######## instr_sequencer_flat ########
instr_sequencer_flat, signal wires by layer:
Bar = 20 um. Only two layers are drawn.
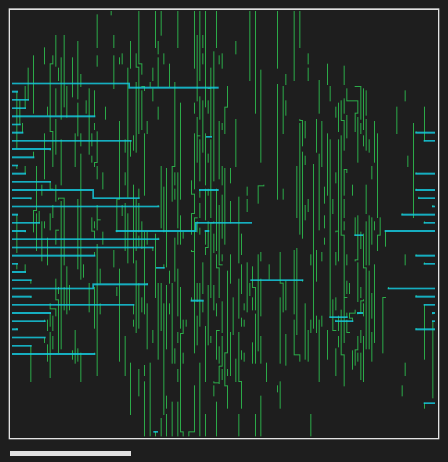

<file path="src/rtl/seq_pkg.sv">
// Shared types and constants for the instruction sequencer.
// Latency: n/a (declarations only).
// Backpressure: n/a.
package seq_pkg;

    localparam int INSTR_W = 16;
    localparam int OP_W    = 4;

    localparam logic [OP_W-1:0] OP_LOAD        = 4'd0;
    localparam logic [OP_W-1:0] OP_STORE       = 4'd1;
    localparam logic [OP_W-1:0] OP_CMP         = 4'd12;
    localparam logic [OP_W-1:0] OP_ILLEGAL_MIN = 4'd13;

    typedef enum logic [2:0] {
        ST_IDLE,
        ST_FETCH,
        ST_DECODE,
        ST_CTRL_WAIT,
        ST_MEM,
        ST_WB,
        ST_NEXT,
        ST_HALT
    } seqState_t;

    // Opcodes 13..15 have no defined meaning in the instruction set.
    function automatic logic isIllegalOp(input logic [OP_W-1:0] op);
        return op >= OP_ILLEGAL_MIN;
    endfunction

endpackage

</file>
<file path="src/rtl/instr_sequencer_if.sv">
// Bundle of control-unit, instruction-memory and data-memory signals around the sequencer.
// Latency: n/a (wiring only).
// Backpressure: imem/dmem requests are held until the matching ack; control unit gates via readInst_flag.
interface instr_sequencer_if #(parameter int AW = 8);

    logic                        start;
    logic                        stop;
    logic                        readInst_flag;
    logic                        memRead;
    logic                        memWrite;
    logic                        memReadWrite;
    logic                        WBSrc;
    logic                        isALUOP;
    logic                        isLoadStore;
    logic [3:0]                  opcode;
    logic                        decodedInst;
    logic                        fetchNextInst;
    logic [AW-1:0]               imem_addr;
    logic                        imem_req;
    logic                        imem_ack;
    logic [seq_pkg::INSTR_W-1:0] imem_rdata;
    logic [seq_pkg::INSTR_W-1:0] ir;
    logic                        dmem_req;
    logic                        dmem_we;
    logic                        dmem_ack;
    logic                        reg_we;
    logic                        wb_sel;
    logic                        busy;
    logic                        halted;
    logic                        illegal;
    logic [15:0]                 retired_count;

    // Sequencer side.
    modport master (
        input  start, stop, readInst_flag, memRead, memWrite, memReadWrite,
               WBSrc, isALUOP, isLoadStore, imem_ack, imem_rdata, dmem_ack,
        output opcode, decodedInst, fetchNextInst, imem_addr, imem_req, ir,
               dmem_req, dmem_we, reg_we, wb_sel, busy, halted, illegal,
               retired_count
    );

    // Environment side: control unit, memories and datapath.
    modport slave (
        output start, stop, readInst_flag, memRead, memWrite, memReadWrite,
               WBSrc, isALUOP, isLoadStore, imem_ack, imem_rdata, dmem_ack,
        input  opcode, decodedInst, fetchNextInst, imem_addr, imem_req, ir,
               dmem_req, dmem_we, reg_we, wb_sel, busy, halted, illegal,
               retired_count
    );

endinterface

</file>
<file path="src/rtl/seq_pc.sv">
// Program counter with parallel load and increment, wrapping modulo 2^AW.
// Latency: 1 cycle from load/inc to new pc value.
// Backpressure: none; updates only when told to.
module seq_pc #(
    parameter int AW = 8
) (
    input  logic          clk,
    input  logic          rst,
    input  logic          load,
    input  logic [AW-1:0] loadVal,
    input  logic          inc,
    output logic [AW-1:0] pc
);

    // PC register; load has priority over increment, overflow wraps naturally.
    always_ff @(posedge clk) begin
        if (rst) begin
            pc <= '0;
        end else if (load) begin
            pc <= loadVal;
        end else if (inc) begin
            pc <= pc + AW'(1);
        end
    end

endmodule

</file>
<file path="src/rtl/instr_sequencer.sv">
// Fetch/decode sequencer: fetches instructions, presents opcode, steps memory access and writeback.
// Latency: 5 cycles per ALU instruction best case; loads add MEM cycles, stores skip WB.
// Backpressure: holds imem_req/dmem_req until ack; waits in CTRL_WAIT while readInst_flag is high.
// Build option SEQ_ILLEGAL_TRAP_EN: opcodes 13..15 trap to HALT; otherwise they retire as NOPs.
module instr_sequencer
    import seq_pkg::*;
#(
    parameter int AW = 8
) (
    input logic                clk,
    input logic                rst,
    instr_sequencer_if.master  bus
);

    seqState_t            state;
    seqState_t            stateNxt;
    seqState_t            ctrlTarget;
    logic [AW-1:0]        pc;
    logic                 fetchDone;
    logic [INSTR_W-1:0]   irReg;
    logic [OP_W-1:0]      opReg;
    logic [15:0]          retiredCnt;

    // isALUOP carries no sequencing decision; the datapath consumes it directly.
    wire unusedAluFlag = &{1'b0, bus.isALUOP};

    // Request is only raised once the control unit allows the next fetch.
    assign fetchDone = (state == ST_FETCH) && bus.readInst_flag && bus.imem_ack;

    seq_pc #(.AW(AW)) uPc (
        .clk     (clk),
        .rst     (rst),
        .load    (1'b0),
        .loadVal ({AW{1'b0}}),
        .inc     (fetchDone),
        .pc      (pc)
    );

    // State register.
    always_ff @(posedge clk) begin
        if (rst) begin
            state <= ST_IDLE;
        end else begin
            state <= stateNxt;
        end
    end

    // Next-state logic for the instruction life cycle.
    always_comb begin
        stateNxt   = state;
        ctrlTarget = ST_NEXT;
        if (bus.isLoadStore) begin
            ctrlTarget = ST_MEM;
        end else if (bus.memReadWrite) begin
            ctrlTarget = ST_WB;
        end
        case (state)
            ST_IDLE: begin
                if (bus.start && !bus.stop && bus.readInst_flag) begin
                    stateNxt = ST_FETCH;
                end
            end
            ST_FETCH: begin
                if (fetchDone) begin
                    stateNxt = ST_DECODE;
                end
            end
            ST_DECODE: begin
                stateNxt = ST_CTRL_WAIT;
            end
            ST_CTRL_WAIT: begin
`ifdef SEQ_ILLEGAL_TRAP_EN
                if (isIllegalOp(opReg)) begin
                    stateNxt = ST_HALT;
                end else if (!bus.readInst_flag) begin
                    stateNxt = ctrlTarget;
                end
`else
                if (!bus.readInst_flag) begin
                    stateNxt = isIllegalOp(opReg) ? ST_NEXT : ctrlTarget;
                end
`endif
            end
            ST_MEM: begin
                if (bus.dmem_ack) begin
                    stateNxt = bus.memRead ? ST_WB : ST_NEXT;
                end
            end
            ST_WB: begin
                stateNxt = ST_NEXT;
            end
            ST_NEXT: begin
                stateNxt = bus.stop ? ST_IDLE : ST_FETCH;
            end
            ST_HALT: begin
                stateNxt = ST_HALT;
            end
            default: begin
                stateNxt = ST_IDLE;
            end
        endcase
    end

    // Instruction, opcode and retirement-count registers.
    always_ff @(posedge clk) begin
        if (rst) begin
            irReg      <= '0;
            opReg      <= '0;
            retiredCnt <= '0;
        end else begin
            if (fetchDone) begin
                irReg <= bus.imem_rdata;
            end
            if (state == ST_DECODE) begin
                opReg <= irReg[INSTR_W-1 -: OP_W];
            end
            if (state == ST_NEXT) begin
                retiredCnt <= retiredCnt + 16'd1;
            end
        end
    end

`ifdef SEQ_ILLEGAL_TRAP_EN
    logic trapNow;
    logic haltedReg;
    logic illegalReg;

    assign trapNow = (state == ST_CTRL_WAIT) && isIllegalOp(opReg);

    // Sticky trap flags, cleared only by reset.
    always_ff @(posedge clk) begin
        if (rst) begin
            haltedReg  <= 1'b0;
            illegalReg <= 1'b0;
        end else if (trapNow) begin
            haltedReg  <= 1'b1;
            illegalReg <= 1'b1;
        end
    end

    assign bus.halted  = haltedReg;
    assign bus.illegal = illegalReg;
`else
    assign bus.halted  = 1'b0;
    assign bus.illegal = 1'b0;
`endif

    assign bus.imem_addr     = pc;
    assign bus.imem_req      = (state == ST_FETCH) && bus.readInst_flag;
    assign bus.ir            = irReg;
    assign bus.opcode        = opReg;
    assign bus.decodedInst   = (state == ST_DECODE);
    assign bus.fetchNextInst = (state == ST_NEXT);
    assign bus.dmem_req      = (state == ST_MEM);
    assign bus.dmem_we       = (state == ST_MEM) && bus.memWrite;
    assign bus.reg_we        = (state == ST_WB);
    assign bus.wb_sel        = (state == ST_WB) && bus.WBSrc;
    assign bus.busy          = (state != ST_IDLE) && (state != ST_HALT);
    assign bus.retired_count = retiredCnt;

endmodule

</file>
<file path="src/flat_wrapper.sv">
// flat-port wrapper written by rule: the top's interface ports become plain ports
module instr_sequencer_flat import seq_pkg::*;
#(
    parameter int AW = 8
)
  (clk, rst, bus_start, bus_stop, bus_readInst_flag, bus_memRead, bus_memWrite, bus_memReadWrite, bus_WBSrc, bus_isALUOP, bus_isLoadStore, bus_imem_ack, bus_imem_rdata, bus_dmem_ack, bus_opcode, bus_decodedInst, bus_fetchNextInst, bus_imem_addr, bus_imem_req, bus_ir, bus_dmem_req, bus_dmem_we, bus_reg_we, bus_wb_sel, bus_busy, bus_halted, bus_illegal, bus_retired_count);
  instr_sequencer_if #(.AW(AW)) bus_i ();
  input logic clk;
  input logic rst;
  input wire logic [$bits(bus_i.start)-1:0] bus_start;
  input wire logic [$bits(bus_i.stop)-1:0] bus_stop;
  input wire logic [$bits(bus_i.readInst_flag)-1:0] bus_readInst_flag;
  input wire logic [$bits(bus_i.memRead)-1:0] bus_memRead;
  input wire logic [$bits(bus_i.memWrite)-1:0] bus_memWrite;
  input wire logic [$bits(bus_i.memReadWrite)-1:0] bus_memReadWrite;
  input wire logic [$bits(bus_i.WBSrc)-1:0] bus_WBSrc;
  input wire logic [$bits(bus_i.isALUOP)-1:0] bus_isALUOP;
  input wire logic [$bits(bus_i.isLoadStore)-1:0] bus_isLoadStore;
  input wire logic [$bits(bus_i.imem_ack)-1:0] bus_imem_ack;
  input wire logic [$bits(bus_i.imem_rdata)-1:0] bus_imem_rdata;
  input wire logic [$bits(bus_i.dmem_ack)-1:0] bus_dmem_ack;
  output wire logic [$bits(bus_i.opcode)-1:0] bus_opcode;
  output wire logic [$bits(bus_i.decodedInst)-1:0] bus_decodedInst;
  output wire logic [$bits(bus_i.fetchNextInst)-1:0] bus_fetchNextInst;
  output wire logic [$bits(bus_i.imem_addr)-1:0] bus_imem_addr;
  output wire logic [$bits(bus_i.imem_req)-1:0] bus_imem_req;
  output wire logic [$bits(bus_i.ir)-1:0] bus_ir;
  output wire logic [$bits(bus_i.dmem_req)-1:0] bus_dmem_req;
  output wire logic [$bits(bus_i.dmem_we)-1:0] bus_dmem_we;
  output wire logic [$bits(bus_i.reg_we)-1:0] bus_reg_we;
  output wire logic [$bits(bus_i.wb_sel)-1:0] bus_wb_sel;
  output wire logic [$bits(bus_i.busy)-1:0] bus_busy;
  output wire logic [$bits(bus_i.halted)-1:0] bus_halted;
  output wire logic [$bits(bus_i.illegal)-1:0] bus_illegal;
  output wire logic [$bits(bus_i.retired_count)-1:0] bus_retired_count;
  assign bus_i.start = bus_start;
  assign bus_i.stop = bus_stop;
  assign bus_i.readInst_flag = bus_readInst_flag;
  assign bus_i.memRead = bus_memRead;
  assign bus_i.memWrite = bus_memWrite;
  assign bus_i.memReadWrite = bus_memReadWrite;
  assign bus_i.WBSrc = bus_WBSrc;
  assign bus_i.isALUOP = bus_isALUOP;
  assign bus_i.isLoadStore = bus_isLoadStore;
  assign bus_i.imem_ack = bus_imem_ack;
  assign bus_i.imem_rdata = bus_imem_rdata;
  assign bus_i.dmem_ack = bus_dmem_ack;
  assign bus_opcode = bus_i.opcode;
  assign bus_decodedInst = bus_i.decodedInst;
  assign bus_fetchNextInst = bus_i.fetchNextInst;
  assign bus_imem_addr = bus_i.imem_addr;
  assign bus_imem_req = bus_i.imem_req;
  assign bus_ir = bus_i.ir;
  assign bus_dmem_req = bus_i.dmem_req;
  assign bus_dmem_we = bus_i.dmem_we;
  assign bus_reg_we = bus_i.reg_we;
  assign bus_wb_sel = bus_i.wb_sel;
  assign bus_busy = bus_i.busy;
  assign bus_halted = bus_i.halted;
  assign bus_illegal = bus_i.illegal;
  assign bus_retired_count = bus_i.retired_count;
  instr_sequencer #(.AW(AW)) u_core (.clk(clk), .rst(rst), .bus(bus_i));
endmodule
</file>
<file path="config.mk">
export PLATFORM = sky130hd
export DESIGN_NAME = instr_sequencer_flat
export DESIGN_NICKNAME = d
export VERILOG_FILES = /design/src/rtl/seq_pkg.sv /design/src/rtl/instr_sequencer_if.sv /design/src/rtl/seq_pc.sv /design/src/rtl/instr_sequencer.sv /design/src/flat_wrapper.sv
export SDC_FILE = /design/constraint.sdc
export NUM_CORES = 1
export LEC_CHECK = 0
export CAP_MARGIN = 40
export CORE_MARGIN = 2
export CORE_UTILIZATION = 47
export DETAILED_ROUTE_END_ITERATION = 8
export GPL_ROUTABILITY_DRIVEN = 1
export PLACE_DENSITY = 0.86
export SYNTH_ARGS = -nofsm -noshare
export SYNTH_HDL_FRONTEND = slang
export SYNTH_SLANG_ARGS = --single-unit
</file>
<file path="constraint.sdc">
create_clock -name clk -period 3.4 [get_ports clk]
set_input_delay 0.68 -clock clk [delete_from_list [all_inputs] [get_ports clk]]
set_output_delay 0.68 -clock clk [all_outputs]
set_load 0.01 [all_outputs]
</file>
######## sram1024x18_fifo_ctrl ########
File: src/rtl/sram1024x18_fifo_ctrl.sv
// rtl/sram1024x18_fifo_ctrl.sv - single-clock FWFT FIFO controller over the sram1024x18 dual-port RAM
//
// Purpose:
//   Port A of the RAM is the write port and port B is the read port.
//   A 2-entry output buffer hides the RAM's 1-cycle registered read latency.
//   This lets the FIFO accept one push and deliver one pop every cycle.
//
// Ports:
//   i_clk, i_rst                       clock, synchronous active-high reset
//   i_wr_valid/o_wr_ready/i_wr_data    push interface (valid/ready)
//   o_rd_valid/i_rd_ready/o_rd_data    pop interface (first-word fall-through)
//   o_level, o_full, o_empty           registered occupancy status
//   o_ram_*_a                          RAM port A (write)
//   o_ram_*_b, i_ram_rdata_b           RAM port B (read)
module sram1024x18_fifo_ctrl #(
  parameter int DEPTH = 1024
) (
  input  logic        i_clk,
  input  logic        i_rst,
  input  logic        i_wr_valid,
  output logic        o_wr_ready,
  input  logic [17:0] i_wr_data,
  output logic        o_rd_valid,
  input  logic        i_rd_ready,
  output logic [17:0] o_rd_data,
  output logic [10:0] o_level,
  output logic        o_full,
  output logic        o_empty,
  output logic        o_ram_cen_a,
  output logic        o_ram_wen_a,
  output logic [9:0]  o_ram_addr_a,
  output logic [17:0] o_ram_wmsk_a,
  output logic [17:0] o_ram_wdata_a,
  output logic        o_ram_cen_b,
  output logic        o_ram_wen_b,
  output logic [9:0]  o_ram_addr_b,
  output logic [17:0] o_ram_wmsk_b,
  output logic [17:0] o_ram_wdata_b,
  input  logic [17:0] i_ram_rdata_b
);

  localparam logic [9:0]  PTR_LAST = 10'(DEPTH - 1);
  localparam logic [10:0] LVL_FULL = 11'(DEPTH);

  logic [9:0]  r_wptr;
  logic [9:0]  r_rptr;
  logic [10:0] r_ram_cnt;
  logic        r_inflight;
  logic [1:0]  r_ob_cnt;
  logic [17:0] r_ob0;
  logic [17:0] r_ob1;
  logic [10:0] r_level;

  logic        w_full_q;
  logic        w_push;
  logic        w_pop;
  logic        w_issue;
  logic [2:0]  w_ob_demand;

  assign w_full_q   = (r_level == LVL_FULL);

  // Status outputs are forced to their idle values while reset is held.
  assign o_full     = !i_rst & w_full_q;
  assign o_empty    = i_rst | (r_level == 11'd0);
  assign o_level    = i_rst ? 11'd0 : r_level;

  assign o_wr_ready = !w_full_q & !i_rst;
  assign w_push     = i_wr_valid & o_wr_ready;

  assign o_rd_valid = !i_rst & (r_ob_cnt != 2'd0);
  assign o_rd_data  = i_rst ? 18'd0 : r_ob0;
  assign w_pop      = o_rd_valid & i_rd_ready;

  // Slots the output buffer will hold after this edge if nothing new is issued.
  // A pop only happens with ob_cnt >= 1, so the subtraction cannot underflow.
  assign w_ob_demand = {1'b0, r_ob_cnt} + {2'b00, r_inflight} - {2'b00, w_pop};
  assign w_issue     = !i_rst & (r_ram_cnt != 11'd0) & (w_ob_demand < 3'd2);

  assign o_ram_cen_a   = !w_push;
  assign o_ram_wen_a   = !w_push;
  assign o_ram_addr_a  = r_wptr;
  assign o_ram_wmsk_a  = 18'h00000;
  assign o_ram_wdata_a = i_wr_data;

  assign o_ram_cen_b   = !w_issue;
  assign o_ram_wen_b   = 1'b1;
  assign o_ram_addr_b  = r_rptr;
  assign o_ram_wmsk_b  = 18'h3FFFF;
  assign o_ram_wdata_b = 18'h00000;

  always_ff @(posedge i_clk) begin
    if (i_rst) begin
      r_wptr     <= 10'd0;
      r_rptr     <= 10'd0;
      r_ram_cnt  <= 11'd0;
      r_inflight <= 1'b0;
      r_ob_cnt   <= 2'd0;
      r_ob0      <= 18'd0;
      r_ob1      <= 18'd0;
      r_level    <= 11'd0;
    end else begin
      if (w_push) begin
        r_wptr <= (r_wptr == PTR_LAST) ? 10'd0 : r_wptr + 10'd1;
      end
      if (w_issue) begin
        r_rptr <= (r_rptr == PTR_LAST) ? 10'd0 : r_rptr + 10'd1;
      end
      r_inflight <= w_issue;
      r_ram_cnt  <= r_ram_cnt + {10'd0, w_push} - {10'd0, w_issue};
      r_level    <= r_level + {10'd0, w_push} - {10'd0, w_pop};

      // The output buffer is a 2-entry shift queue with r_ob0 as the head.
      case ({r_inflight, w_pop})
        2'b10: begin
          if (r_ob_cnt == 2'd0) begin
            r_ob0 <= i_ram_rdata_b;
          end else begin
            r_ob1 <= i_ram_rdata_b;
          end
          r_ob_cnt <= r_ob_cnt + 2'd1;
        end
        2'b01: begin
          r_ob0    <= r_ob1;
          r_ob_cnt <= r_ob_cnt - 2'd1;
        end
        2'b11: begin
          // The capture and the pop cancel out, so the count is unchanged.
          if (r_ob_cnt == 2'd2) begin
            r_ob0 <= r_ob1;
            r_ob1 <= i_ram_rdata_b;
          end else begin
            r_ob0 <= i_ram_rdata_b;
          end
        end
        default: begin
        end
      endcase
    end
  end

endmodule

File: config.mk
export PLATFORM = sky130hd
export DESIGN_NAME = sram1024x18_fifo_ctrl
export DESIGN_NICKNAME = d
export VERILOG_FILES = /design/src/rtl/sram1024x18_fifo_ctrl.sv
export SDC_FILE = /design/constraint.sdc
export NUM_CORES = 1
export LEC_CHECK = 0
export ABC_AREA = 1
export ABC_CLOCK_PERIOD_IN_PS = 4800
export CORE_MARGIN = 2
export CORE_UTILIZATION = 45
export CTS_CLUSTER_DIAMETER = 120
export DETAILED_ROUTE_END_ITERATION = 12
export PLACE_DENSITY_LB_ADDON = 0.3
export SLEW_MARGIN = 20
export SYNTH_ARGS = -nofsm -noshare
export SYNTH_HDL_FRONTEND = slang
export SYNTH_SLANG_ARGS = --single-unit
File: constraint.sdc
create_clock -name i_clk -period 4.8 [get_ports i_clk]
set_input_delay 1.44 -clock i_clk [delete_from_list [all_inputs] [get_ports i_clk]]
set_output_delay 1.44 -clock i_clk [all_outputs]
set_load 0.005 [all_outputs]
######## board_io_ctrl ########
<file path="src/rtl/board_io_pkg.sv">
// Shared definitions for board_io_ctrl: LED display mode encodings and a counter-width helper.
// Pure constants; no latency and no flow control involved.
package board_io_pkg;

  typedef enum logic [1:0] {
    LED_DIRECT = 2'd0,
    LED_BLINK  = 2'd1,
    LED_PWM    = 2'd2,
    LED_TEST   = 2'd3
  } led_mode_e;

  // Bits needed to hold 0..n-1, never less than one so a count of 1 still gets a real signal.
  function automatic int clog2(input int n);
    int w;
    w = 1;
    while ((1 << w) < n) w++;
    return w;
  endfunction

endpackage

</file>
<file path="src/rtl/io_debounce.sv">
// One switch channel: two-flop synchroniser, tick-based debounce and edge pulses.
// sw_i to sync 2 cycles, sync to sw_o up to DB_TICKS ticks; free-running, no backpressure.
module io_debounce
  import board_io_pkg::*;
#(
  parameter int DB_TICKS = 10
) (
  input  logic clk_i,
  input  logic arst_i,
  input  logic tick_i,
  input  logic sw_i,
  output logic sw_o,
  output logic rise_o,
  output logic fall_o
);

  localparam int DBW = clog2(DB_TICKS);
  localparam logic [DBW-1:0] DB_MAX = DBW'(DB_TICKS - 1);

  logic           meta_q, meta_d;
  logic           sync_q, sync_d;
  logic           stable_q, stable_d;
  logic           rise_q, rise_d;
  logic           fall_q, fall_d;
  logic [DBW-1:0] db_cnt_q, db_cnt_d;

  always_comb begin
    meta_d   = sw_i;
    sync_d   = meta_q;
    stable_d = stable_q;
    db_cnt_d = db_cnt_q;
    rise_d   = 1'b0;
    fall_d   = 1'b0;
    if (sync_q == stable_q) begin
      db_cnt_d = '0;
    end else if (tick_i) begin
      if (db_cnt_q == DB_MAX) begin
        // Pulses are registered alongside stable so they line up with sw_o changing.
        stable_d = sync_q;
        db_cnt_d = '0;
        rise_d   = sync_q;
        fall_d   = ~sync_q;
      end else begin
        db_cnt_d = db_cnt_q + DBW'(1);
      end
    end
  end

  always_ff @(posedge clk_i or posedge arst_i) begin
    if (arst_i) begin
      meta_q   <= 1'b0;
      sync_q   <= 1'b0;
      stable_q <= 1'b0;
      rise_q   <= 1'b0;
      fall_q   <= 1'b0;
      db_cnt_q <= '0;
    end else begin
      meta_q   <= meta_d;
      sync_q   <= sync_d;
      stable_q <= stable_d;
      rise_q   <= rise_d;
      fall_q   <= fall_d;
      db_cnt_q <= db_cnt_d;
    end
  end

  assign sw_o   = stable_q;
  assign rise_o = rise_q;
  assign fall_o = fall_q;

endmodule

</file>
<file path="src/rtl/board_io_ctrl.sv">
// Board I/O conditioner: debounced switches with edge pulses, LEDs in direct/blink/PWM/walk modes.
// LED inputs to led_o 1 cycle; switch path see io_debounce; free-running, no backpressure.
module board_io_ctrl
  import board_io_pkg::*;
#(
  parameter int SW_WIDTH    = 16,
  parameter int LED_WIDTH   = 16,
  parameter int TICK_DIV    = 100000,
  parameter int DB_TICKS    = 10,
  parameter int BLINK_TICKS = 250,
  parameter int PWM_BITS    = 8
) (
  input  logic                 clk_i,
  input  logic                 arst_i,
  input  logic [SW_WIDTH-1:0]  sw_i,
  output logic [SW_WIDTH-1:0]  sw_o,
  output logic [SW_WIDTH-1:0]  sw_rise_o,
  output logic [SW_WIDTH-1:0]  sw_fall_o,
  input  logic [LED_WIDTH-1:0] led_i,
  input  logic [1:0]           led_mode_i,
  input  logic [PWM_BITS-1:0]  led_duty_i,
  output logic [LED_WIDTH-1:0] led_o
);

  localparam int TDW = clog2(TICK_DIV);
  localparam int BKW = clog2(BLINK_TICKS);
  localparam logic [TDW-1:0] TICK_MAX  = TDW'(TICK_DIV - 1);
  localparam logic [BKW-1:0] BLINK_MAX = BKW'(BLINK_TICKS - 1);

  logic [TDW-1:0]       tick_cnt_q, tick_cnt_d;
  logic [BKW-1:0]       blink_cnt_q, blink_cnt_d;
  logic                 phase_q, phase_d;
  logic [PWM_BITS-1:0]  pwm_cnt_q, pwm_cnt_d;
  logic [1:0]           mode_q, mode_d;
  logic [LED_WIDTH-1:0] walk_q, walk_d;
  logic [LED_WIDTH-1:0] led_q, led_d;
  logic                 tick, blink_evt, pwm_on;

  for (genvar g = 0; g < SW_WIDTH; g++) begin : g_db
    io_debounce #(.DB_TICKS(DB_TICKS)) u_db (
      .clk_i  (clk_i),
      .arst_i (arst_i),
      .tick_i (tick),
      .sw_i   (sw_i[g]),
      .sw_o   (sw_o[g]),
      .rise_o (sw_rise_o[g]),
      .fall_o (sw_fall_o[g])
    );
  end

  always_comb begin
    tick       = (tick_cnt_q == TICK_MAX);
    tick_cnt_d = tick ? '0 : tick_cnt_q + TDW'(1);

    blink_evt   = tick && (blink_cnt_q == BLINK_MAX);
    blink_cnt_d = blink_cnt_q;
    phase_d     = phase_q;
    if (blink_evt) begin
      blink_cnt_d = '0;
      phase_d     = ~phase_q;
    end else if (tick) begin
      blink_cnt_d = blink_cnt_q + BKW'(1);
    end

    pwm_cnt_d = pwm_cnt_q + PWM_BITS'(1);
    pwm_on    = (pwm_cnt_q < led_duty_i);

    // Entering TEST restarts the walk even if a blink event lands on the same cycle.
    mode_d = led_mode_i;
    walk_d = walk_q;
    if (led_mode_i == LED_TEST && mode_q != LED_TEST) begin
      walk_d = LED_WIDTH'(1);
    end else if (blink_evt) begin
      walk_d = {walk_q[LED_WIDTH-2:0], walk_q[LED_WIDTH-1]};
    end

    led_d = walk_d;
    case (led_mode_i)
      LED_DIRECT: led_d = led_i;
      LED_BLINK:  led_d = led_i & {LED_WIDTH{phase_q}};
      LED_PWM:    led_d = led_i & {LED_WIDTH{pwm_on}};
      default:    led_d = walk_d;
    endcase
  end

  always_ff @(posedge clk_i or posedge arst_i) begin
    if (arst_i) begin
      tick_cnt_q  <= '0;
      blink_cnt_q <= '0;
      phase_q     <= 1'b0;
      pwm_cnt_q   <= '0;
      mode_q      <= 2'd0;
      walk_q      <= LED_WIDTH'(1);
      led_q       <= '0;
    end else begin
      tick_cnt_q  <= tick_cnt_d;
      blink_cnt_q <= blink_cnt_d;
      phase_q     <= phase_d;
      pwm_cnt_q   <= pwm_cnt_d;
      mode_q      <= mode_d;
      walk_q      <= walk_d;
      led_q       <= led_d;
    end
  end

  assign led_o = led_q;

endmodule

</file>
<file path="config.mk">
export PLATFORM = sky130hd
export DESIGN_NAME = board_io_ctrl
export DESIGN_NICKNAME = d
export VERILOG_FILES = /design/src/rtl/board_io_pkg.sv /design/src/rtl/io_debounce.sv /design/src/rtl/board_io_ctrl.sv
export SDC_FILE = /design/constraint.sdc
export NUM_CORES = 1
export LEC_CHECK = 0
export CAP_MARGIN = 40
export CORE_ASPECT_RATIO = 1.25
export CORE_MARGIN = 5
export CORE_UTILIZATION = 48
export CTS_CLUSTER_DIAMETER = 150
export CTS_CLUSTER_SIZE = 28
export DETAILED_ROUTE_END_ITERATION = 10
export PLACE_DENSITY = 0.7
export SYNTH_ARGS = -nofsm -noshare
export SYNTH_HDL_FRONTEND = slang
export SYNTH_HIERARCHICAL = 1
export SYNTH_SLANG_ARGS = --single-unit
</file>
<file path="constraint.sdc">
create_clock -name clk_i -period 7.15 [get_ports clk_i]
set_input_delay 1.0725 -clock clk_i [delete_from_list [all_inputs] [get_ports clk_i]]
set_output_delay 1.0725 -clock clk_i [all_outputs]
set_load 0.05 [all_outputs]
</file>
######## addac_arbiter ########
File: src/rtl/addac_arbiter.sv
// addac_arbiter: round-robin sequencer sharing one addac datapath between two requesters.
// Optional grant counters are enabled by defining ADDAC_ARB_STATS_EN.
module addac_arbiter #(
    parameter int W = 4
) (
    input  logic         clk_i,
    input  logic         reset_i,
    input  logic         req0_valid_i,
    output logic         req0_ready_o,
    input  logic         req0_a_i,
    input  logic         req0_b_i,
    input  logic         req0_e_i,
    input  logic [W-1:0] req0_c_i,
    input  logic [W-1:0] req0_d_i,
    input  logic         req1_valid_i,
    output logic         req1_ready_o,
    input  logic         req1_a_i,
    input  logic         req1_b_i,
    input  logic         req1_e_i,
    input  logic [W-1:0] req1_c_i,
    input  logic [W-1:0] req1_d_i,
    output logic         resp0_valid_o,
    input  logic         resp0_ready_i,
    output logic         resp1_valid_o,
    input  logic         resp1_ready_i,
    output logic [W-1:0] resp_saida1_o,
    output logic [W-1:0] resp_saida2_o,
    output logic         dp_a_o,
    output logic         dp_b_o,
    output logic         dp_e_o,
    output logic [W-1:0] dp_c_o,
    output logic [W-1:0] dp_d_o,
    input  logic [W-1:0] dp_saida1_i,
    input  logic [W-1:0] dp_saida2_i
`ifdef ADDAC_ARB_STATS_EN
    ,
    output logic [7:0]   grant_cnt0_o,
    output logic [7:0]   grant_cnt1_o
`endif
);
    typedef enum logic [1:0] {IDLE, EXEC, RESP} state_t;
    state_t       state_q;
    logic         owner_q, last_q;
    logic         a_q, b_q, e_q;
    logic [W-1:0] c_q, d_q, s1_q, s2_q;
    logic         gnt0, gnt1, done;
    // last_q breaks ties: the requester that was not served last wins
    always_comb begin
        gnt0 = (state_q == IDLE) && req0_valid_i && (!req1_valid_i || last_q);
        gnt1 = (state_q == IDLE) && req1_valid_i && (!req0_valid_i || !last_q);
        done = (state_q == RESP) && (owner_q ? resp1_ready_i : resp0_ready_i);
    end
    assign req0_ready_o  = gnt0;
    assign req1_ready_o  = gnt1;
    assign resp0_valid_o = (state_q == RESP) && !owner_q;
    assign resp1_valid_o = (state_q == RESP) && owner_q;
    assign resp_saida1_o = s1_q;
    assign resp_saida2_o = s2_q;
    assign dp_a_o        = a_q;
    assign dp_b_o        = b_q;
    assign dp_e_o        = e_q;
    assign dp_c_o        = c_q;
    assign dp_d_o        = d_q;
    always_ff @(posedge clk_i) begin
        if (reset_i) begin
            state_q <= IDLE;
            owner_q <= 1'b0;
            last_q  <= 1'b1;
            a_q     <= 1'b0;
            b_q     <= 1'b0;
            e_q     <= 1'b0;
            c_q     <= '0;
            d_q     <= '0;
            s1_q    <= '0;
            s2_q    <= '0;
        end else begin
            case (state_q)
                IDLE: if (gnt0 || gnt1) begin
                    owner_q <= gnt1;
                    a_q     <= gnt1 ? req1_a_i : req0_a_i;
                    b_q     <= gnt1 ? req1_b_i : req0_b_i;
                    e_q     <= gnt1 ? req1_e_i : req0_e_i;
                    c_q     <= gnt1 ? req1_c_i : req0_c_i;
                    d_q     <= gnt1 ? req1_d_i : req0_d_i;
                    state_q <= EXEC;
                end
                EXEC: begin
                    s1_q    <= dp_saida1_i;
                    s2_q    <= dp_saida2_i;
                    state_q <= RESP;
                end
                RESP: if (done) begin
                    last_q  <= owner_q;
                    state_q <= IDLE;
                end
                default: state_q <= IDLE;
            endcase
        end
    end
`ifdef ADDAC_ARB_STATS_EN
    logic [7:0] cnt0_q, cnt1_q;
    always_ff @(posedge clk_i) begin
        if (reset_i) begin
            cnt0_q <= '0;
            cnt1_q <= '0;
        end else begin
            if (gnt0 && cnt0_q != 8'hff) cnt0_q <= cnt0_q + 8'd1;
            if (gnt1 && cnt1_q != 8'hff) cnt1_q <= cnt1_q + 8'd1;
        end
    end
    assign grant_cnt0_o = cnt0_q;
    assign grant_cnt1_o = cnt1_q;
`endif
endmodule

File: config.mk
export PLATFORM = sky130hd
export DESIGN_NAME = addac_arbiter
export DESIGN_NICKNAME = d
export VERILOG_FILES = /design/src/rtl/addac_arbiter.sv
export SDC_FILE = /design/constraint.sdc
export NUM_CORES = 1
export LEC_CHECK = 0
export ABC_AREA = 1
export ABC_CLOCK_PERIOD_IN_PS = 1320
export CAP_MARGIN = 20
export CORE_UTILIZATION = 39
export CTS_CLUSTER_SIZE = 25
export DETAILED_ROUTE_END_ITERATION = 6
export PLACE_DENSITY = 0.76
export RECOVER_POWER = 50
export SLEW_MARGIN = 20
export SYNTH_ARGS = -nofsm -noshare
export SYNTH_HDL_FRONTEND = slang
export SYNTH_SLANG_ARGS = --single-unit
File: constraint.sdc
create_clock -name clk_i -period 1.32 [get_ports clk_i]
set_clock_uncertainty 0.15 [all_clocks]
set_input_delay 0.198 -clock clk_i [delete_from_list [all_inputs] [get_ports clk_i]]
set_output_delay 0.198 -clock clk_i [all_outputs]
set_load 0.03 [all_outputs]
instr_sequencer_flat, cell placement:
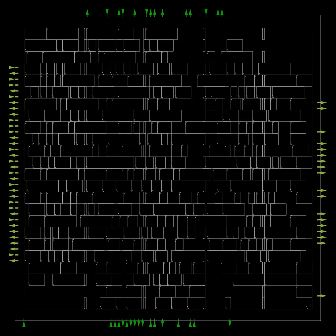
post-route insts no fill: 381
Finished Core Util: 69.4%

instr_sequencer_flat, wiring heat map:
Bar = 20 um. 14 x 14 tiles, from black (low) to pale yellow (high), scaled to the fullest tile. Values are wire area over tile area, all layers added.
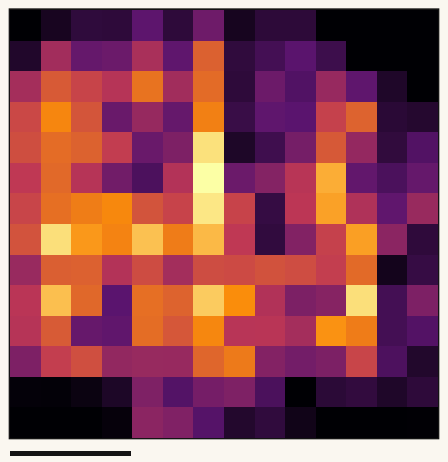
mean over tiles: 0.16
emptiest ninth of the die: upper right
densest ninth of the die: middle left
nearly empty tiles: 10%
tiles over half the peak: 34%
fullest tile: 0.42
WL final: 4910 um
routed vias: 2030
total global-route track usage: 21.0%
wire per inst: 12.9 um

## Picture notes: 'signal wires by layer' of instr_sequencer_flat
[green] metal 2 | wire length: 2390 um
[cyan] metal 3 | wire length: 395 um

==> impl_metrics.tcl, instr_sequencer_flat <==
# metrics dict for downstream scripts
set metrics [dict create \
    cp.required_ns 2.72 \
    core_area_um2 4350 \
    comb_area_share_pct 35.9 \
    total_power_w 0.00104 \
    clk_latency_ns 0.30 \
    antenna_found_initial 0 \
    ff_type "dfxtp_1" \
    drc 0 \
    powerComb_w 0.0000682 \
    postPlaceCellArea_um2 2910 \
    drtAntennaViolNets 0 \
    fin_area_um2 3020 \
    status "finished clean" \
    hold_path_class "reg2reg" \
    portBuffers 79 \
    dp_hpwl_um 3580 \
    grt.met3_usage_pct 7.83 \
    critPathArrivalTime_ns 2.12 \
    nonClkBufAreaFrac_pct 26.5 \
    synth_cells 255 \
    clk_share_pct 3.73 \
    peakVddDrop_uv 294 \
    comb_area_um2 1080 \
    postSynth.asyncResetShare_pct 0 \
    worstSetupPathDepth 4 \
    rsz0062_at_grt "false" \
    clockRootBuffer "clkbuf_8" \
    clkPwrFrac_pct 39.5 \
    relSlewSlack_pct 52.7 \
    fin_nets 359 \
    die_w_um 71.0 \
    hold_end "u_core.bus.ir[11]" \
    cp_common_cell "clkdlybuf4s50_1" \
    whs_path_depth 2 \
    final_layout_size_suffix_gt1_share_pct 5.17 \
    edf_count 0 \
    ff2ff_path_depth 4 \
    finalHoldViolations 0 \
    final_cell_mix "clkdlybuf4s50_1, dfxtp_1, nand2_1" \
    p_int_w 0.000813 \
    grt_pass1_wl_um 8560 \
    globalRouteMet1Util_pct 23.9 \
    cts_buffer_depth 2 \
    initial_utilization_pct 48.5 \
    p_sw_w 0.000222 \
    n_fill_cell 349 \
    via_per_inst 5.33 \
    p_comb_share_pct 6.6 \
    synth-simple-area-share_pct 29.3 \
    grt-busiest-layer "met2" \
    htree_levels 2 \
    cp-endpoint "bus_imem_req" \
    maxCapViolCount 0 \
    cts_sinks 47 \
    synth.cellmix.adderShare_pct 1.19 \
    grt_pass1_vias 1997 \
    drt-initial-drc-count 51 \
]
instr_sequencer_flat: cells in the mapped netlist, drive strengths merged (3+ instances only):
cell / n / area share (%)
a21oi: 24 / 5.7
and2: 5 / 1.5
and3: 3 / 0.89
buf: 7 / 1.8
clkbuf: 9 / 1.6
dfxtp: 47 / 45
inv: 5 / 0.89
mux2i: 5 / 2.4
nand2: 46 / 8.3
nand3: 7 / 1.7
nand4: 4 / 1.2
nor2: 28 / 5.1
nor3: 4 / 0.95
nor4: 5 / 1.5
o211ai: 3 / 1.1
o21ai: 5 / 1.2
or4: 3 / 1.2
xnor2: 11 / 4.6
xor2: 7 / 2.9
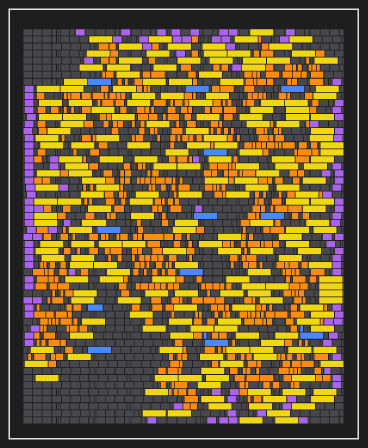
board_io_ctrl: cells coloured by class
Fill, decap, tap and diode cells in grey.
[yellow] sequential cells | cells: 212 | share of their area: 50%
[blue] clock drivers and dummy loads | cells: 14 | share of their area: 2.8%
[purple] remaining buffers and delay cells | cells: 112 | share of their area: 10%
[orange] combinational and other logic | cells: 550 | share of their area: 37%
Design Area, Final: 10900 um2
Core ar.: 18800 um2
Seq/total area: 48.7%
# rows: 56

==> impl_metrics.tcl, board_io_ctrl <==
# metrics dict for downstream scripts
set metrics [dict create \
    status "finished clean" \
    top_logic_kind "simple AND/OR/NAND/NOR gates" \
    drtAntennaViolNets 0 \
    dp.cells 1106 \
    regArea_um2 5310 \
    peakVddDrop_uv 121 \
    clkPwrFrac_pct 32.9 \
    critPathArrivalTime_ns 3.98 \
    setup_tns_ns 0 \
    postPlaceCellArea_um2 10600 \
    cp.required_ns 7.50 \
    cp-endpoint "g_db[0].u_db/sw_o" \
    ys_seq_share_pct 57.5 \
    top_register "g_db.u_db/db_cnt_q" \
    n_fill_cell 1580 \
    min_from "g_db[9].u_db/meta_q" \
    tightest_slew_ns 0.824 \
    cts_made_buffers 11 \
    portBuffers 107 \
    leakagePower_nw 4.81 \
    clk-power_w 0.000650 \
    period_used_pct 50.8 \
    relSlewSlack_pct 45.1 \
    hold_buffers 0 \
    total_power_w 0.00198 \
    min_period_ns 3.63 \
    yosysTopAreaCell "dfrtp_1" \
]
board_io_ctrl: area by class of cell:
cell class / count / area share [%]
sequential: 212 / 48.7
multi-input combinational: 490 / 33.6
timing repair buffer: 112 / 10.2
tap: 232 / 2.66
clock buffer: 13 / 2.60
inverter: 60 / 2.07
clock inverter: 1 / 0.149
board_io_ctrl: layer usage:
layer | up-vias | share of wire [%] | GRT usage [%]
met4 | 0 | 1.5 | 3.19
met2 | 118 | 48 | 25.0
met1 | 2829 | 45 | 19.5
li1 | 2899 | - | -
met3 | 16 | 4.9 | 2.62
met5 | - | 0 | 0
addac_arbiter, signal wires by layer:
Bar = 20 um. Only two layers are drawn.
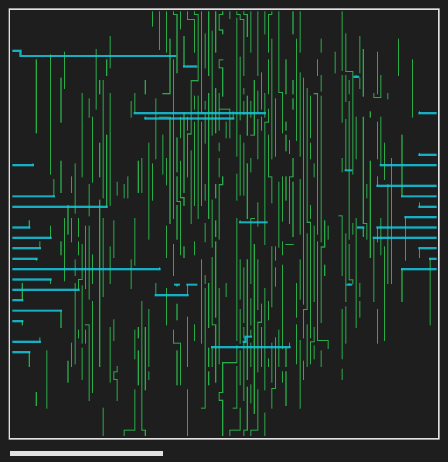
[cyan] metal 3 | wire length: 206 um
[green] metal 2 | wire length: 1910 um
wire per inst: 13.7 um
total global-route track usage: 23.8%

addac_arbiter, cell placement:
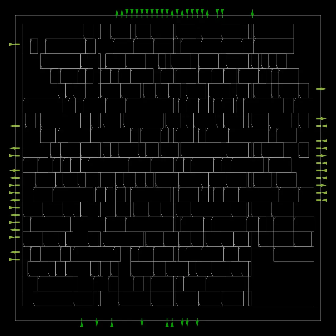
Finished Core Util: 76.1%
flip-flops: 23
Tap Cells: 31
fillcell total: 197
Seq/total area: 22.4%

==> impl_metrics.tcl, addac_arbiter <==
# metrics dict for downstream scripts
set metrics [dict create \
    status "complete, but fails checks" \
    synth_top_area_share_pct 40.5 \
    routabilityCongestion 0.815 \
    inv_count 29 \
    switching_share_pct 36.9 \
    pin_count 59 \
    final_layout_size_suffix_gt1_share_pct 43.3 \
    path_cells "buf_6, nor3_4, buf_6" \
    cts_buffer_depth 2 \
    grt.overflow.total 0 \
    cp-start-kind "flop" \
    path_buffers 2 \
    warnings 29 \
    setup_tns_ns -1.20 \
    antennaDiodeCount 0 \
    critPathArrivalTime_ns 1.18 \
    area_leaders "dfxtp_1, nand2_1, inv_1" \
    clk_pin_slew_ns 0.13 \
    comb_area_share_pct 32.8 \
    violations "setup timing" \
    grt_pass1_vias 1284 \
    ys_cells 161 \
    clk_share_pct 1.25 \
    min_period_ns 1.53 \
    comb_area_um2 688 \
    period_used_pct 116 \
    slowest_stage "dfxtp_4" \
    final_cell_mix "clkdlybuf4s50_1, nand2_1, inv_1" \
    clk_latency_ns 0.32 \
    firstDrtPassIters 4 \
    slowest_delay_ns 0.40 \
    finalHoldViolations 0 \
    setup_viol 17 \
    end_kind "output pin" \
    grt_pass1_wl_um 5740 \
    clockBufferCount 4 \
    postSynth.asyncResetShare_pct 0 \
    fp.dieH_um 56 \
    worstSetupPathDepth 3 \
    rr_startpoint "state_q[0]" \
    fmax_ghz 0.653 \
    htree_levels 1 \
    cp_common_cell "buf_6" \
    top_layer_used "met4" \
    cpLargestDelayFamily "flip-flops" \
    whs_path_depth 3 \
    syn_area_um2 1140 \
    hold_path_class "in2reg" \
    core_area_um2 2760 \
    r2r_end "last_q" \
    worst_slack_ns -0.212 \
    nonClkBufAreaFrac_pct 36.3 \
    ff_type "dfxtp_1" \
    leakagePower_nw 0.972 \
    synth_cells 161 \
    clkPwrFrac_pct 16.8 \
    clockRootBuffer "clkbuf_4" \
    hold-worst-slack_ns 0.269 \
    initial_utilization_pct 41.2 \
]
addac_arbiter: state kept, by name, indices dropped and copies added (netlist names):
| register | count |
|---|---|
| dp_c_o | 4 |
| dp_b_o | 1 |
| owner_q | 1 |
| last_q | 1 |
| state_q | 2 |
| resp_saida1_o | 4 |
| dp_a_o | 1 |
| dp_d_o | 4 |
| dp_e_o | 1 |
| resp_saida2_o | 4 |
addac_arbiter: kinds of logic (layout without fill, tap and decap cells):
group / after synthesis / in the layout / share of synthesized area (%)
flops: 23 / 23 / 40.5
compound gates: 23 / 23 / 13.8
simple gates: 78 / 78 / 31.4
buf+inv: 37 / 116 / 14.4
sram1024x18_fifo_ctrl, cell placement:
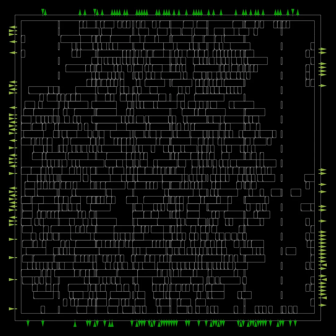
Seq/total area: 25.4%
Tap Cells: 147
# rows: 40
Finished Core Util: 53.8%
post-route insts no fill: 1035

==> impl_metrics.tcl, sram1024x18_fifo_ctrl <==
# metrics dict for downstream scripts
set metrics [dict create \
    fmax_ghz 0.220 \
    tightest_slew_ns 0.523 \
    globalRouteMet1Util_pct 24.3 \
    final_cell_mix "nand2_1, nor2_1, inv_1" \
    xor_share_pct 0.809 \
    postCtsSetupBuffers 1 \
    wl_met1_um 5520 \
    power.density_nw_per_um2 582 \
    finClkSkew_ns 0.00375 \
    die_w_um 114 \
    grt_usage_pct 18.3 \
    ys_sh_mux_pct 0 \
    htree_levels 3 \
    r2r_slack_ns 1.03 \
    wl_per_cell_um 11.1 \
    synth_flops 81 \
    nonClkBufAreaFrac_pct 14.5 \
    fin_nets 956 \
    postSynth.asyncResetShare_pct 0 \
    status "finished clean" \
    top_cells_by_count "nand2_1, nor2_1, inv_1" \
]
==> sram1024x18_fifo_ctrl: critical path, cell delays in order <==
cell,delay [ns]
buf_2,0.13
nor2_4,0.11
nand2_4,0.07
inv_2,0.05
nand2_1,0.07
a21oi_2,0.17
inv_1,0.07
fa_1,0.47
inv_1,0.05
nor2_2,0.08
nand3_2,0.09
nor2_4,0.13
inv_2,0.05
dlymetal6s2s_1,0.14
==> sram1024x18_fifo_ctrl: power by group <==
part	switching [W]	internal (W)	leakage (nW)
registers	0.000130	0.000888	0.665
clock network	0.000305	0.000515	0.171
logic	0.00111	0.000770	2.19

==> layout pictures side by side <==
Sequential cells grouped by signal name.
Other sequential cells in the stronger grey, the rest of the logic in the fainter grey.
(a)
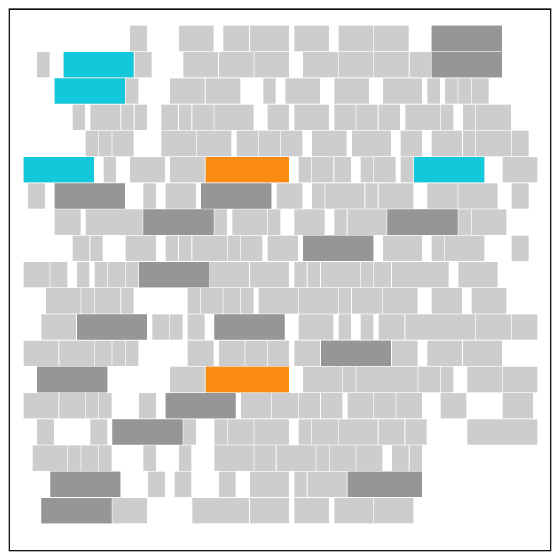
(b)
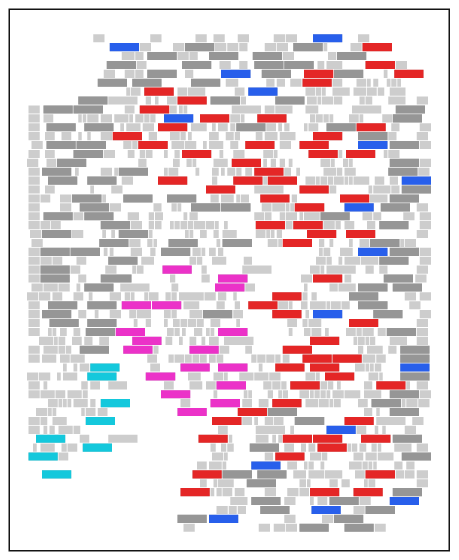
(c)
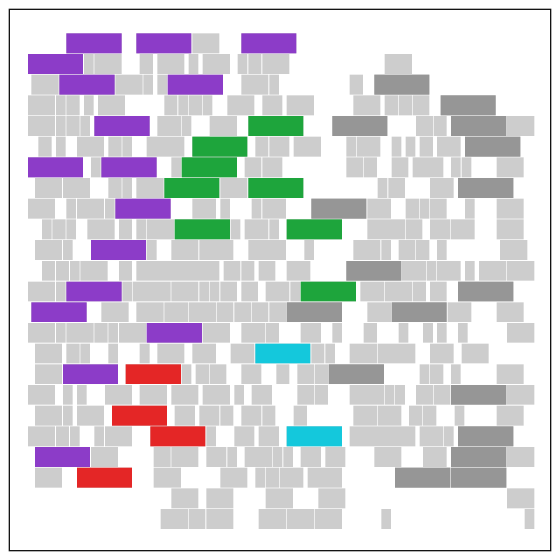
(d)
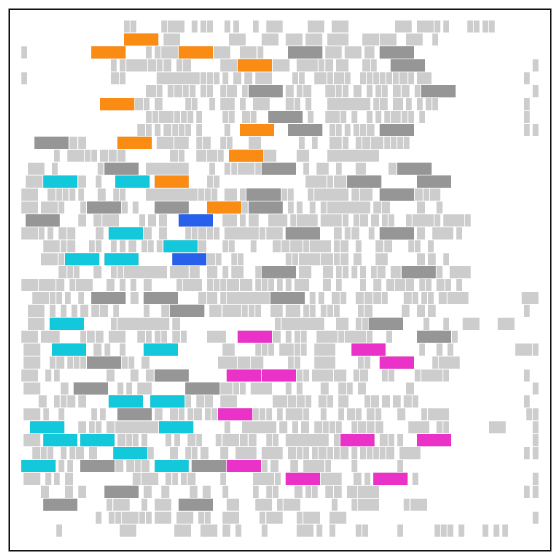
- most sequential cells: (b)
- fewest sequential cells: (a)
For addac_arbiter, see (a).
For board_io_ctrl, see (b).
For instr_sequencer_flat, see (c).
For sram1024x18_fifo_ctrl, see (d).


######## bit_reverse_deserializer ########
bit_reverse_deserializer, sequential cells grouped by signal name:
Other sequential cells in the stronger grey, the rest of the logic in the fainter grey.
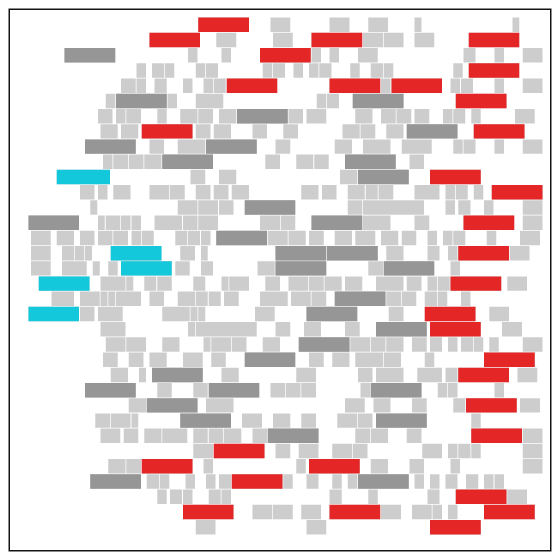
bit_reverse_deserializer, cells coloured by class:
Fill, decap, tap and diode cells in grey.
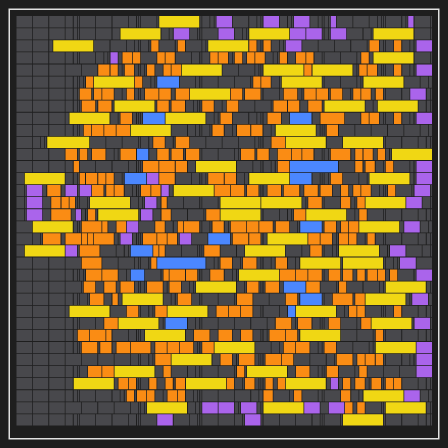
bit_reverse_deserializer, wiring heat map:
Bar = 20 um. 19 x 19 tiles, from black (low) to pale yellow (high), scaled to the fullest tile. Values are wire area over tile area, all layers added.
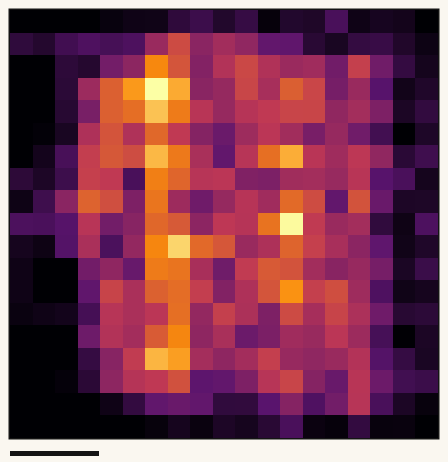
File: config.mk
export PLATFORM = sky130hd
export DESIGN_NAME = bit_reverse_deserializer
export DESIGN_NICKNAME = d
export VERILOG_FILES = /design/src/rtl/bit_reverse_deserializer.sv
export SDC_FILE = /design/constraint.sdc
export NUM_CORES = 1
export LEC_CHECK = 0
export ABC_CLOCK_PERIOD_IN_PS = 3300
export CORE_UTILIZATION = 45
export DETAILED_ROUTE_END_ITERATION = 16
export PLACE_DENSITY = 0.62
export RECOVER_POWER = 100
export SYNTH_ARGS = -nofsm -noshare
export SYNTH_HDL_FRONTEND = slang
export SYNTH_SLANG_ARGS = --single-unit
export TNS_END_PERCENT = 50
File: constraint.sdc
create_clock -name clk -period 3.3 [get_ports clk]
set_input_delay 0.99 -clock clk [delete_from_list [all_inputs] [get_ports clk]]
set_output_delay 0.99 -clock clk [all_outputs]
set_load 0.005 [all_outputs]
File: src/rtl/bit_reverse_deserializer.sv
// Bit-serial to word deserializer: first received bit lands at dout[0].
// Optional partial-word flush with dout_len when BITREV_DESER_FLUSH_EN is defined.
module bit_reverse_deserializer #(
  parameter int DATA_WIDTH = 32
) (
  input  logic                  clk,
  input  logic                  resetn,
  input  logic                  din,
  input  logic                  din_valid,
  output logic                  din_ready,
  output logic [DATA_WIDTH-1:0] dout,
  output logic                  dout_valid,
  input  logic                  dout_ready
`ifdef BITREV_DESER_FLUSH_EN
  ,
  input  logic                  flush,
  output logic [$clog2(DATA_WIDTH):0] dout_len
`endif
);

  localparam int CW = $clog2(DATA_WIDTH);
  localparam int LW = CW + 1;

  typedef enum logic {EMPTY = 1'b0, FULL = 1'b1} state_t;

  state_t                state_q, state_d;
  logic [CW-1:0]         cnt;
  logic [DATA_WIDTH-1:0] acc;
  logic [DATA_WIDTH-1:0] merged;
  logic [DATA_WIDTH-1:0] dout_q;
  logic                  last;
  logic                  slot_free;
  logic                  accept;
  logic                  complete;
  logic                  flush_go;
  logic                  emit;

  assign last      = (cnt == CW'(DATA_WIDTH - 1));
  assign slot_free = (state_q == EMPTY) || dout_ready;
  // Only the completing bit has to wait for the output slot.
  assign din_ready = !last || slot_free;
  assign accept    = din_valid && din_ready;
  assign complete  = accept && last;

`ifdef BITREV_DESER_FLUSH_EN
  logic [LW-1:0] len_q;

  assign flush_go = flush && slot_free && (cnt != '0);
  assign dout_len = len_q;

  always_ff @(posedge clk or negedge resetn) begin
    if (!resetn)
      len_q <= '0;
    else if (complete)
      len_q <= LW'(DATA_WIDTH);
    else if (flush_go)
      len_q <= {1'b0, cnt} + LW'(accept);
  end
`else
  assign flush_go = 1'b0;
`endif

  assign emit = complete || flush_go;

  // Accumulator with the bit accepted this cycle already merged in.
  always_comb begin
    merged = acc;
    if (accept)
      merged[cnt] = din;
  end

  // Output-slot state register
  always_ff @(posedge clk or negedge resetn) begin
    if (!resetn)
      state_q <= EMPTY;
    else
      state_q <= state_d;
  end

  // Output-slot next state
  always_comb begin
    state_d = state_q;
    case (state_q)
      EMPTY: if (emit) state_d = FULL;
      FULL:  if (dout_ready) state_d = emit ? FULL : EMPTY;
      default: state_d = EMPTY;
    endcase
  end

  // Output-slot outputs
  always_comb begin
    dout_valid = (state_q == FULL);
    dout       = dout_q;
  end

  always_ff @(posedge clk or negedge resetn) begin
    if (!resetn) begin
      cnt    <= '0;
      acc    <= '0;
      dout_q <= '0;
    end else if (emit) begin
      cnt    <= '0;
      acc    <= '0;
      dout_q <= merged;
    end else if (accept) begin
      cnt    <= cnt + CW'(1);
      acc    <= merged;
    end
  end

endmodule
==> impl_metrics.tcl <==
# metrics dict for downstream scripts
set metrics [dict create \
    grt.overflow.total 0 \
    worst_slack_ns 0.0654 \
    grt-busiest-layer "met2" \
    hold_path_class "reg2reg" \
    leakagePower_nw 1.80 \
    postPlaceCellArea_um2 4360 \
    peakVddDrop_uv 664 \
    postSynth.asyncResetShare_pct 100 \
    flops 70 \
    fp_nets 419 \
    cts_buffer_depth 2 \
    yosysUniqueCellTypes 36 \
    wl_met3_um 628 \
    worstSetupPathDepth 4 \
    relSlewSlack_pct 13.0 \
    rsz0062_at_grt "false" \
    cp_max_fo 2 \
    syn_avg_cell_area_um2 9.82 \
    die_w_um 96.5 \
    antenna_found_initial 0 \
    r2r_slack_ns 0.40 \
    tightest_slew_ns 1.30 \
    clkPwrFrac_pct 22.9 \
    cts_tree "done" \
    grt_pass1_wl_um 19400 \
    comb_area_um2 1970 \
    finalHoldViolations 0 \
    clk_pin_slew_ns 0.08 \
    grt_max_degree 62 \
    fin_nets 424 \
    grt.met3_usage_pct 5.40 \
    cts_made_buffers 9 \
    end_kind "output pin" \
    setup_viol 0 \
    top_layer_used "met4" \
    critPathArrivalTime_ns 2.24 \
    via_per_inst 6.83 \
    status "finished clean" \
    area_leaders "dfrtp_1, o31ai_1, o2bb2ai_1" \
    die-area_um2 9310 \
    dp_hpwl_um 6950 \
    htree_levels 3 \
    portBuffers 38 \
    wl_met1_um 5510 \
    wl_met2_um 5590 \
    yosysTopAreaCell "dfrtp_1" \
    tap_cells 108 \
    slowest_stage "clkdlybuf4s50_1" \
    comb_area_share_pct 43.1 \
    hold-worst-slack_ns 0.491 \
    ys_cells 409 \
    drv_slew 0 \
    met2_usage_pct 41.5 \
    clockRootBuffer "clkbuf_8" \
    p_comb_share_pct 39.7 \
    cts_sinks 70 \
    slowest_delay_ns 0.51 \
    rr_startpoint "cnt[0]" \
    p_seq_share_pct 37.3 \
    globalRouteMet1Util_pct 40.8 \
]
Notes on 'sequential cells grouped by signal name' of bit_reverse_deserializer above:
[cyan] cnt | flops: 5 | where: middle left
[red] dout | flops: 32
Seq/total area: 38.3%
Finished Core Util: 52.7%
Reg area: 1750 um2
P_seq: 0.00133 W

Notes on 'cells coloured by class' of bit_reverse_deserializer above:
[purple] remaining buffers and delay cells | cells: 52 | share of their area: 10%
[blue] clock drivers and dummy loads | cells: 16 | share of their area: 5.2%
[yellow] sequential cells | cells: 70 | share of their area: 39%
[orange] combinational and other logic | cells: 281 | share of their area: 45%
Core ar.: 8680 um2
Design Area, Final: 4580 um2
# rows: 34

Notes on 'wiring heat map' of bit_reverse_deserializer above:
densest ninth of the die: centre
fullest tile: 0.66
emptiest ninth of the die: lower left
mean over tiles: 0.21
nearly empty tiles: 12%
tiles over half the peak: 21%
wire per inst: 22.9 um
routed vias: 3599
total global-route track usage: 28.6%
WL final: 12100 um

-- cells by family after synthesis --
kind of cell | count (synthesis) | synth area share, %
and+or+nand+nor | 98 | 17.6
AOI/OAI and AO/OA | 172 | 29.6
buffers and inverters | 63 | 7.32
muxes | 1 | 0.280
adders and majority gates | 5 | 1.56
DFF | 70 | 43.6
-- power groups by stage --
stage               sequential [W]  clock (W)  combinational (W)
floorplan                  0.00133          0           0.000925
global placement           0.00134          0            0.00143
detailed placement         0.00135          0            0.00146
CTS                        0.00133   0.000822            0.00145
global route               0.00137   0.000870            0.00157
finish                     0.00133   0.000818            0.00142


## Gallery

Wiring heat map.
image #1
Bar = 50 um. 27 x 33 tiles, from black (low) to pale yellow (high), scaled to the fullest tile. Values are wire area over tile area, all layers added.
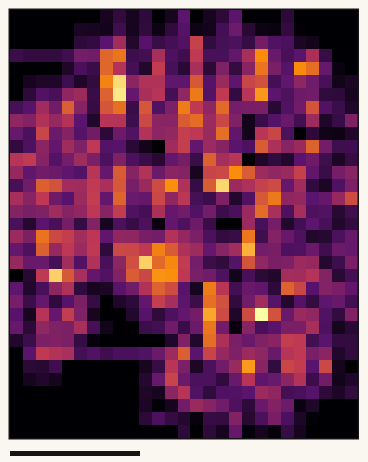
image #2
Bar = 20 um. 11 x 11 tiles, from black (low) to pale yellow (high), scaled to the fullest tile. Values are wire area over tile area, all layers added.
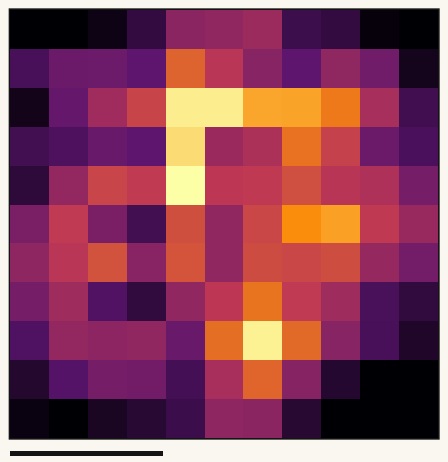
image #3
Bar = 20 um. 23 x 23 tiles, from black (low) to pale yellow (high), scaled to the fullest tile. Values are wire area over tile area, all layers added.
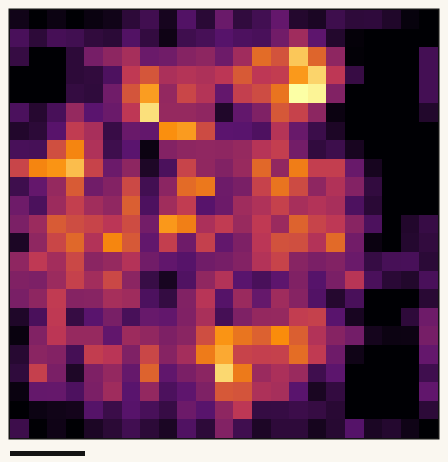
Image #3 is sram1024x18_fifo_ctrl.
Image #1 is board_io_ctrl.
Image #2 is addac_arbiter.
The one with the largest die is image #1.
The one with the smallest die is image #2.

Power is estimated from default activity; no workload was simulated.
